# brush_stamper_flat

brush_stamper_flat/clock_wires.png
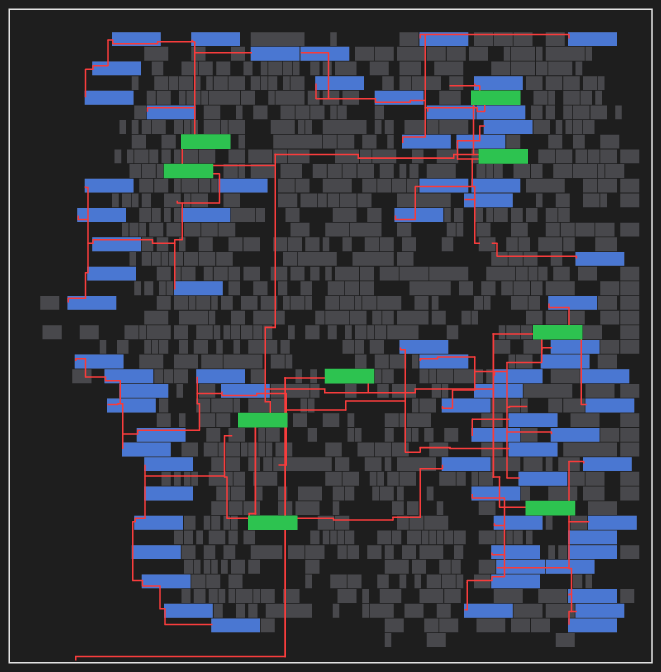
<file path="src/rtl/brush_stamper_if.sv">
// brush_stamper_if -- request/write bus of the brush stamper.
//   master : drives req, clear_req, cx, cy, radius, color; sees ready,
//            brush, wx, wy, newColor, done.
//   slave  : the stamper itself (mirror directions).
interface brush_stamper_if;
    logic       req;
    logic       clear_req;
    logic [9:0] cx;
    logic [9:0] cy;
    logic [1:0] radius;
    logic [2:0] color;
    logic       ready;
    logic       brush;
    logic [9:0] wx;
    logic [9:0] wy;
    logic [2:0] newColor;
    logic       done;

    modport master (
        output req, clear_req, cx, cy, radius, color,
        input  ready, brush, wx, wy, newColor, done
    );

    modport slave (
        input  req, clear_req, cx, cy, radius, color,
        output ready, brush, wx, wy, newColor, done
    );
endinterface

</file>
<file path="src/rtl/brush_stamper.sv">
// brush_stamper -- paints a (2r+1)x(2r+1) square brush centred on (cx,cy),
// or sweeps the whole canvas with CLEAR_COLOR, one pixel write per cycle.
// Off-canvas pixels still take their cycle but raise no write strobe.
//   clk      : clock, rising edge
//   reset_n  : asynchronous active-low reset
//   bus      : slave side of brush_stamper_if
//              in : req, clear_req, cx, cy, radius, color
//              out: ready (IDLE only), brush/wx/wy/newColor (registered
//                   pixel write), done (one-cycle end-of-operation pulse)
module brush_stamper #(
    parameter int       CANVAS_W    = 10,
    parameter int       CANVAS_H    = 10,
    parameter logic [2:0] CLEAR_COLOR = 3'b000
) (
    input  logic              clk,
    input  logic              reset_n,
    brush_stamper_if.slave    bus
);

    typedef enum logic [1:0] {IDLE, STAMP, CLEAR, FIN} state_t;

    // Stamp parameters captured on acceptance; bx/by is the top-left corner.
    typedef struct packed {
        logic [10:0] bx;
        logic [10:0] by;
        logic [2:0]  side;   // 2r
        logic [2:0]  col;
    } stamp_t;

    state_t      state, state_d;
    stamp_t      lat, lat_d;
    logic [9:0]  cnt_x, cnt_y, cnt_x_d, cnt_y_d;
    logic        ready_q, ready_d;
    logic        brush_q, brush_d;
    logic        done_q, done_d;
    logic [9:0]  wx_q, wx_d, wy_q, wy_d;
    logic [2:0]  col_q, col_d;
    logic [10:0] px, py;
    logic        stamp_last, clear_last;

    // Coordinates are 11-bit two's complement; anything negative or past
    // the canvas edge is clipped.
    function automatic logic on_canvas(input logic [10:0] x, input logic [10:0] y);
        return !x[10] && !y[10] && (x < 11'(CANVAS_W)) && (y < 11'(CANVAS_H));
    endfunction

    assign stamp_last = (cnt_x == {7'd0, lat.side}) && (cnt_y == {7'd0, lat.side});
    assign clear_last = (cnt_x == 10'(CANVAS_W - 1)) && (cnt_y == 10'(CANVAS_H - 1));

    // state register
    always_ff @(posedge clk or negedge reset_n) begin
        if (!reset_n) state <= IDLE;
        else          state <= state_d;
    end

    // next state; ready_q gates acceptance so nothing is taken on the
    // IDLE cycle straight out of reset
    always_comb begin
        state_d = state;
        case (state)
            IDLE:    if (ready_q && bus.clear_req) state_d = CLEAR;
                     else if (ready_q && bus.req)  state_d = STAMP;
            STAMP:   if (stamp_last) state_d = FIN;
            CLEAR:   if (clear_last) state_d = FIN;
            FIN:     state_d = IDLE;
            default: state_d = IDLE;
        endcase
    end

    // Outputs: next values of the registered write port. The counters always
    // hold the offset of the pixel currently on the outputs, so each cycle
    // computes the following pixel; on acceptance the first pixel is formed
    // straight from the inputs so it shows the very next cycle.
    always_comb begin
        lat_d   = lat;
        cnt_x_d = cnt_x;
        cnt_y_d = cnt_y;
        brush_d = 1'b0;
        done_d  = 1'b0;
        wx_d    = wx_q;
        wy_d    = wy_q;
        col_d   = col_q;
        px      = '0;
        py      = '0;
        case (state)
            IDLE: begin
                if (ready_q && bus.clear_req) begin
                    cnt_x_d = '0;
                    cnt_y_d = '0;
                    brush_d = 1'b1;
                    wx_d    = '0;
                    wy_d    = '0;
                    col_d   = CLEAR_COLOR;
                end else if (ready_q && bus.req) begin
                    lat_d.bx   = {1'b0, bus.cx} - {9'd0, bus.radius};
                    lat_d.by   = {1'b0, bus.cy} - {9'd0, bus.radius};
                    lat_d.side = {bus.radius, 1'b0};
                    lat_d.col  = bus.color;
                    cnt_x_d    = '0;
                    cnt_y_d    = '0;
                    px         = lat_d.bx;
                    py         = lat_d.by;
                    brush_d    = on_canvas(px, py);
                    if (brush_d) begin
                        wx_d  = px[9:0];
                        wy_d  = py[9:0];
                        col_d = bus.color;
                    end
                end
            end
            STAMP: begin
                if (stamp_last) begin
                    done_d = 1'b1;
                end else begin
                    if (cnt_x == {7'd0, lat.side}) begin
                        cnt_x_d = '0;
                        cnt_y_d = cnt_y + 10'd1;
                    end else begin
                        cnt_x_d = cnt_x + 10'd1;
                    end
                    px      = lat.bx + {1'b0, cnt_x_d};
                    py      = lat.by + {1'b0, cnt_y_d};
                    brush_d = on_canvas(px, py);
                    if (brush_d) begin
                        wx_d  = px[9:0];
                        wy_d  = py[9:0];
                        col_d = lat.col;
                    end
                end
            end
            CLEAR: begin
                if (clear_last) begin
                    done_d = 1'b1;
                end else begin
                    if (cnt_x == 10'(CANVAS_W - 1)) begin
                        cnt_x_d = '0;
                        cnt_y_d = cnt_y + 10'd1;
                    end else begin
                        cnt_x_d = cnt_x + 10'd1;
                    end
                    brush_d = 1'b1;
                    wx_d    = cnt_x_d;
                    wy_d    = cnt_y_d;
                    col_d   = CLEAR_COLOR;
                end
            end
            default: ;
        endcase
    end

    assign ready_d = (state_d == IDLE);

    always_ff @(posedge clk or negedge reset_n) begin
        if (!reset_n) begin
            lat     <= '0;
            cnt_x   <= '0;
            cnt_y   <= '0;
            ready_q <= 1'b0;
            brush_q <= 1'b0;
            done_q  <= 1'b0;
            wx_q    <= '0;
            wy_q    <= '0;
            col_q   <= '0;
        end else begin
            lat     <= lat_d;
            cnt_x   <= cnt_x_d;
            cnt_y   <= cnt_y_d;
            ready_q <= ready_d;
            brush_q <= brush_d;
            done_q  <= done_d;
            wx_q    <= wx_d;
            wy_q    <= wy_d;
            col_q   <= col_d;
        end
    end

    assign bus.ready    = ready_q;
    assign bus.brush    = brush_q;
    assign bus.done     = done_q;
    assign bus.wx       = wx_q;
    assign bus.wy       = wy_q;
    assign bus.newColor = col_q;

endmodule

</file>
<file path="src/flat_wrapper.sv">
// flat-port wrapper written by rule: the top's interface ports become plain ports
module brush_stamper_flat 
#(
    parameter int       CANVAS_W    = 10,
    parameter int       CANVAS_H    = 10,
    parameter logic [2:0] CLEAR_COLOR = 3'b000
)
  (clk, reset_n, bus_req, bus_clear_req, bus_cx, bus_cy, bus_radius, bus_color, bus_ready, bus_brush, bus_wx, bus_wy, bus_newColor, bus_done);
  brush_stamper_if bus_i ();
  input  logic clk;
  input  logic reset_n;
  input wire logic [$bits(bus_i.req)-1:0] bus_req;
  input wire logic [$bits(bus_i.clear_req)-1:0] bus_clear_req;
  input wire logic [$bits(bus_i.cx)-1:0] bus_cx;
  input wire logic [$bits(bus_i.cy)-1:0] bus_cy;
  input wire logic [$bits(bus_i.radius)-1:0] bus_radius;
  input wire logic [$bits(bus_i.color)-1:0] bus_color;
  output wire logic [$bits(bus_i.ready)-1:0] bus_ready;
  output wire logic [$bits(bus_i.brush)-1:0] bus_brush;
  output wire logic [$bits(bus_i.wx)-1:0] bus_wx;
  output wire logic [$bits(bus_i.wy)-1:0] bus_wy;
  output wire logic [$bits(bus_i.newColor)-1:0] bus_newColor;
  output wire logic [$bits(bus_i.done)-1:0] bus_done;
  assign bus_i.req = bus_req;
  assign bus_i.clear_req = bus_clear_req;
  assign bus_i.cx = bus_cx;
  assign bus_i.cy = bus_cy;
  assign bus_i.radius = bus_radius;
  assign bus_i.color = bus_color;
  assign bus_ready = bus_i.ready;
  assign bus_brush = bus_i.brush;
  assign bus_wx = bus_i.wx;
  assign bus_wy = bus_i.wy;
  assign bus_newColor = bus_i.newColor;
  assign bus_done = bus_i.done;
  brush_stamper #(.CANVAS_W(CANVAS_W), .CANVAS_H(CANVAS_H), .CLEAR_COLOR(CLEAR_COLOR)) u_core (.clk(clk), .reset_n(reset_n), .bus(bus_i));
endmodule
</file>
<file path="config.mk">
export PLATFORM = sky130hd
export DESIGN_NAME = brush_stamper_flat
export DESIGN_NICKNAME = d
export VERILOG_FILES = /design/src/rtl/brush_stamper_if.sv /design/src/rtl/brush_stamper.sv /design/src/flat_wrapper.sv
export SDC_FILE = /design/constraint.sdc
export NUM_CORES = 1
export LEC_CHECK = 0
export CAP_MARGIN = 40
export CORE_AREA = 2 2 117 119
export CTS_CLUSTER_DIAMETER = 120
export CTS_CLUSTER_SIZE = 24
export DETAILED_ROUTE_END_ITERATION = 12
export DIE_AREA = 0 0 119 121
export PLACE_DENSITY = 0.67
export SETUP_SLACK_MARGIN = 0.02
export SLEW_MARGIN = 20
export SYNTH_ARGS = -nofsm -noshare
export SYNTH_HDL_FRONTEND = slang
export SYNTH_SLANG_ARGS = --single-unit
</file>
<file path="constraint.sdc">
create_clock -name clk -period 4.5 [get_ports clk]
set_input_delay 0.9 -clock clk [delete_from_list [all_inputs] [get_ports clk]]
set_output_delay 0.9 -clock clk [all_outputs]
set_load 0.01 [all_outputs]
</file>
==> out/metrics.cfg <==
[floorplanning]
die_h_um=121
nWellTaps=176

[logic_synthesis]
mux_area_share_pct=7.312
synth_warnings=0
synth-seq-cells=75
topCellsByArea=dfrtp_1 (32%), ha_1 (6.3%), nand2_1 (5.3%)
fp_nets=718

[pwr]
powerClk_uw=761
power_density_mw_per_mm2=202.2

[critical_path]
worst_ep_required_time_ns=4.73
crit_path_max_incr_delay_ns=0.51

[cells_and_area]
logic_gate_count=526

[timing]
slew_headroom_pct=42.67
skew_ns=0.01137
finalSetupViolations=0
fmaxAchievable_mhz=223.1

[cts]
clkTransAtPathRegs_ns=0.07

[run_status]
status=finished clean

[route]
finalWirelength_um=18910

About brush_stamper_flat/clock_wires.png:
[green] clock-net drivers | count: 9
[red] clock wires | length: 1,200 µm
[blue] flip-flops | count: 75
routed clock nets	10

[worst reg2reg max path: stages, from the launching register on]
cell	delay, ns
dfrtp_1	0.41
xor2_1	0.15
or4_4	0.51
nor2_4	0.14
buf_12	0.14
xor2_4	0.16
ha_2	0.20
inv_2	0.04
fa_2	0.36
nor2b_2	0.16
o22ai_2	0.08
xor2_1	0.20
o211ai_1	0.16
a2111oi_4	0.32
o2111ai_2	0.20
o41ai_2	0.35
buf_4	0.17
o211ai_4	0.11
clkbuf_16	0.21
mux2_4	0.30
[routing by layer]
metal / share of wire (%) / up-vias / track usage [%] / wire, µm
met2: 46 / 208 / 41.38 / 8650
met4: 2.6 / 0 / 8.482 / 490
met5: 0 / - / 0 / 0
li1: - / 2636 / - / -
met3: 6.5 / 27 / 4.182 / 1226
met1: 45 / 2687 / 36.75 / 8540
[through the flow]
stage	area, µm²	instances	worst slack, ns	TNS, ns	power [mW]
after detailed placement	7084	937	-0.1164	-2.024	0.8067
final	7695	963	0.01848	0	1.556
after global placement	7049	935	-0.02528	-0.3693	0.8017
after CTS	7400	953	0.06920	0	1.562
after floorplan	5804	656	0.04169	0	0.7290
after global routing	7695	963	-0.09670	-1.558	1.603

# mem_mask_gen

File: src/rtl/mem_access_ctrl_pkg.sv
// Shared core types for the memory-stage access controller: data/address widths,
// memory op encoding, byte mask type and controller state encoding.
package CorePack;

  typedef logic [63:0] data_t;
  typedef logic [63:0] addr_t;
  typedef logic [7:0]  mask_t;

  typedef enum logic [2:0] {
    MEM_NO = 3'd0,
    MEM_B  = 3'd1,
    MEM_BU = 3'd2,
    MEM_H  = 3'd3,
    MEM_HU = 3'd4,
    MEM_W  = 3'd5,
    MEM_WU = 3'd6,
    MEM_D  = 3'd7
  } mem_op_enum;

  typedef enum logic [1:0] {
    IDLE      = 2'd0,
    REQ       = 2'd1,
    WAIT_RESP = 2'd2,
    DONE      = 2'd3
  } mem_ctrl_state_e;

endpackage

File: src/rtl/mem_access_ctrl_mask_gen.sv
// Byte-enable mask and misalignment detection from access size and low address bits.
module mem_mask_gen
  import CorePack::*;
(
  input  mem_op_enum  op,
  input  logic [2:0]  addr_lo,
  output mask_t       mask,
  output logic        misalign
);

  always_comb begin
    mask     = '0;
    misalign = 1'b0;
    unique case (op)
      MEM_B, MEM_BU: mask = 8'h01 << addr_lo;
      MEM_H, MEM_HU: begin
        mask     = 8'h03 << addr_lo;
        misalign = addr_lo[0];
      end
      MEM_W, MEM_WU: begin
        mask     = 8'h0F << addr_lo;
        misalign = |addr_lo[1:0];
      end
      MEM_D: begin
        mask     = 8'hFF;
        misalign = |addr_lo;
      end
      default: begin
        mask     = '0;
        misalign = 1'b0;
      end
    endcase
  end

endmodule

File: config.mk
export PLATFORM = sky130hd
export DESIGN_NAME = mem_mask_gen
export DESIGN_NICKNAME = d
export VERILOG_FILES = /design/src/rtl/mem_access_ctrl_pkg.sv /design/src/rtl/mem_access_ctrl_mask_gen.sv
export SDC_FILE = /design/constraint.sdc
export NUM_CORES = 1
export LEC_CHECK = 0
export ABC_AREA = 1
export CAP_MARGIN = 10
export CELL_PAD_IN_SITES_DETAIL_PLACEMENT = 1
export CELL_PAD_IN_SITES_GLOBAL_PLACEMENT = 1
export CORE_AREA = 3 3 40 42
export DETAILED_ROUTE_END_ITERATION = 8
export DIE_AREA = 0 0 43 45
export DONT_BUFFER_PORTS = 1
export GPL_TIMING_DRIVEN = 0
export PLACE_DENSITY = 0.52
export REMOVE_ABC_BUFFERS = 1
export SYNTH_ARGS = -nofsm -noshare
export SYNTH_HDL_FRONTEND = slang
export SYNTH_SLANG_ARGS = --single-unit
File: constraint.sdc
create_clock -name vclk -period 1.7
set_clock_uncertainty 0.05 [all_clocks]
set_input_delay 0.255 -clock vclk [all_inputs]
set_output_delay 0.255 -clock vclk [all_outputs]
set_load 0.02 [all_outputs]
mem_mask_gen/class_map.png
Scale bar: 10 µm.
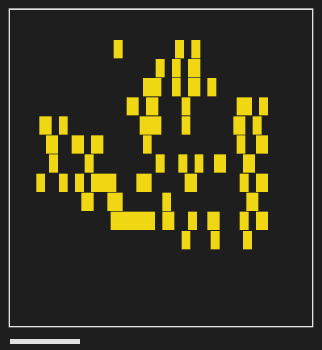
colour	class	cells	share of their area
yellow	remaining logic cells	55	100%
Rows: 13
post-route cell area: 285.3 µm²
core area: 0.001285 mm²
flop share of the area: 0%
final core occ: 22.20%

mem_mask_gen/pinout.png
Pins as bars across the die edge, other pins in grey.
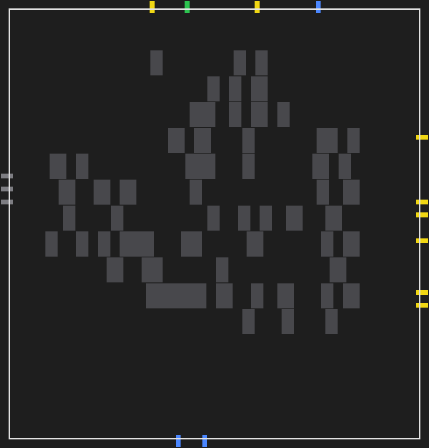
colour	port	pins	direction	edge
blue	addr_lo	3	input	2 bottom, 1 top
green	misalign	1	output	top
yellow	mask	8	output	6 right, 2 top

==> out/metrics.cfg <==
[logic_synthesis]
synth_warnings=0
ys_sh_adder_pct=0
yosys.area.top_type=nand3_1
simple_gate_area_share_pct=70.42
topCellsByArea=nand3_1 (26%), nand2_1 (20%), inv_1 (13%)

[timing]
fin_crit_sh_pct=87.19
hold_viol_final=0
postLayoutSetupSlackWorst_ns=0.2177

[route]
dr_total_vias=346
vias_per_cell=4.943
antenna_left=0
drt_first_pass_iters=2

[cells_and_area]
seqCellArea_um2=0
dominant_cells=logic gates
logic_gate_count=45

[global_route]
grt_first_pass_wirelength_um=1380

[pwr]
irDropWorstVdd_v=0.00007089
power_density_mw_per_mm2=358.6

[placement]
post-place-cells=70

[run_status]
status=finished clean

[critical_path]
cp_max_fo=5

mem_mask_gen/gates.png
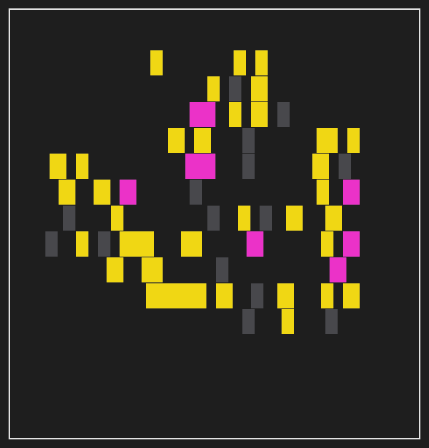
colour	family	cells
yellow	nand cells	33
magenta	aoi and oai cells	7
final std cells w/o fill: 70
logic share of the area: 80.26%

## per-layer routing
layer  vias to the layer above  global-route usage, %
met3                         0                 0.7968
met4                         0                      0
met5                         -                      0
met2                         9                  15.27
li1                        180                      -
met1                       157                  12.14
## cell usage after synthesis
cell and number:
nor2_1 5, nand3_4 1, nand3_1 14, nand2_2 3
o211ai_1 1, nand3_2 1, inv_2 1, a21oi_2 1
o21ai_1 5, inv_1 9, nand2_1 14
## power breakdown
part | internal, mW | switching, mW
combinational | 0.0257 | 0.0766
clock | 0 | 0
sequential | 0 | 0
total | 0.0257 | 0.0766
## placed cells by master (no fill, tap or decap)
| master | Yosys | final |
|---|---|---|
| a21oi_2 | 1 | 1 |
| inv_1 | 9 | 9 |
| inv_2 | 1 | 1 |
| nand2_1 | 14 | 14 |
| nand2_2 | 3 | 3 |
| nand3_1 | 14 | 14 |
| nand3_2 | 1 | 1 |
| nand3_4 | 1 | 1 |
| nor2_1 | 5 | 5 |
| o211ai_1 | 1 | 1 |
| o21ai_1 | 5 | 5 |
## cell families after synthesis
| logic type | count (synthesis) |
|---|---|
| compound gates | 7 |
| buf+inv | 10 |
| simple gates | 38 |


==> notes/layouts.md <==
Pictures saved along the way, in no particular order.

Cells by drive strength.
Plate I
Scale bar: 20 µm.
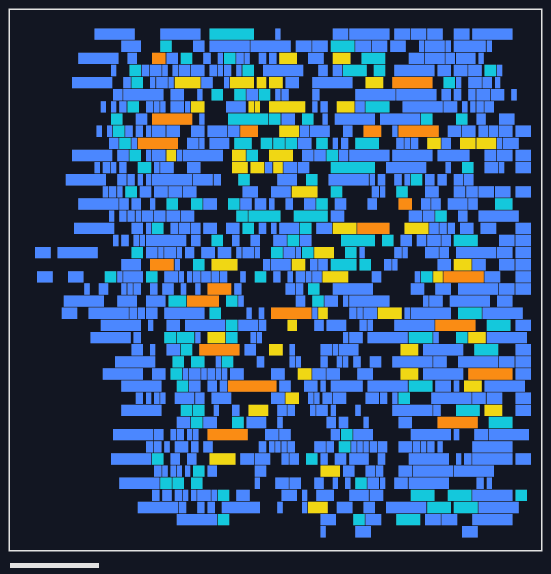
Plate II
Scale bar: 10 µm.
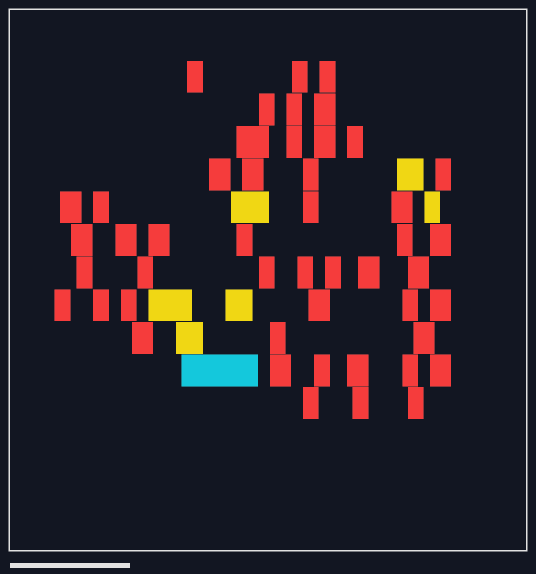
- Plate II = mem_mask_gen
- Plate I = brush_stamper_flat
- most cells: Plate I
- largest die: Plate I

Key to Plate I:
colour	size	cells
cyan	x3 and x4	118
yellow	x2	47
orange	x6 and larger	20
blue	x1 and smaller	602

Power is estimated from default activity; no workload was simulated.
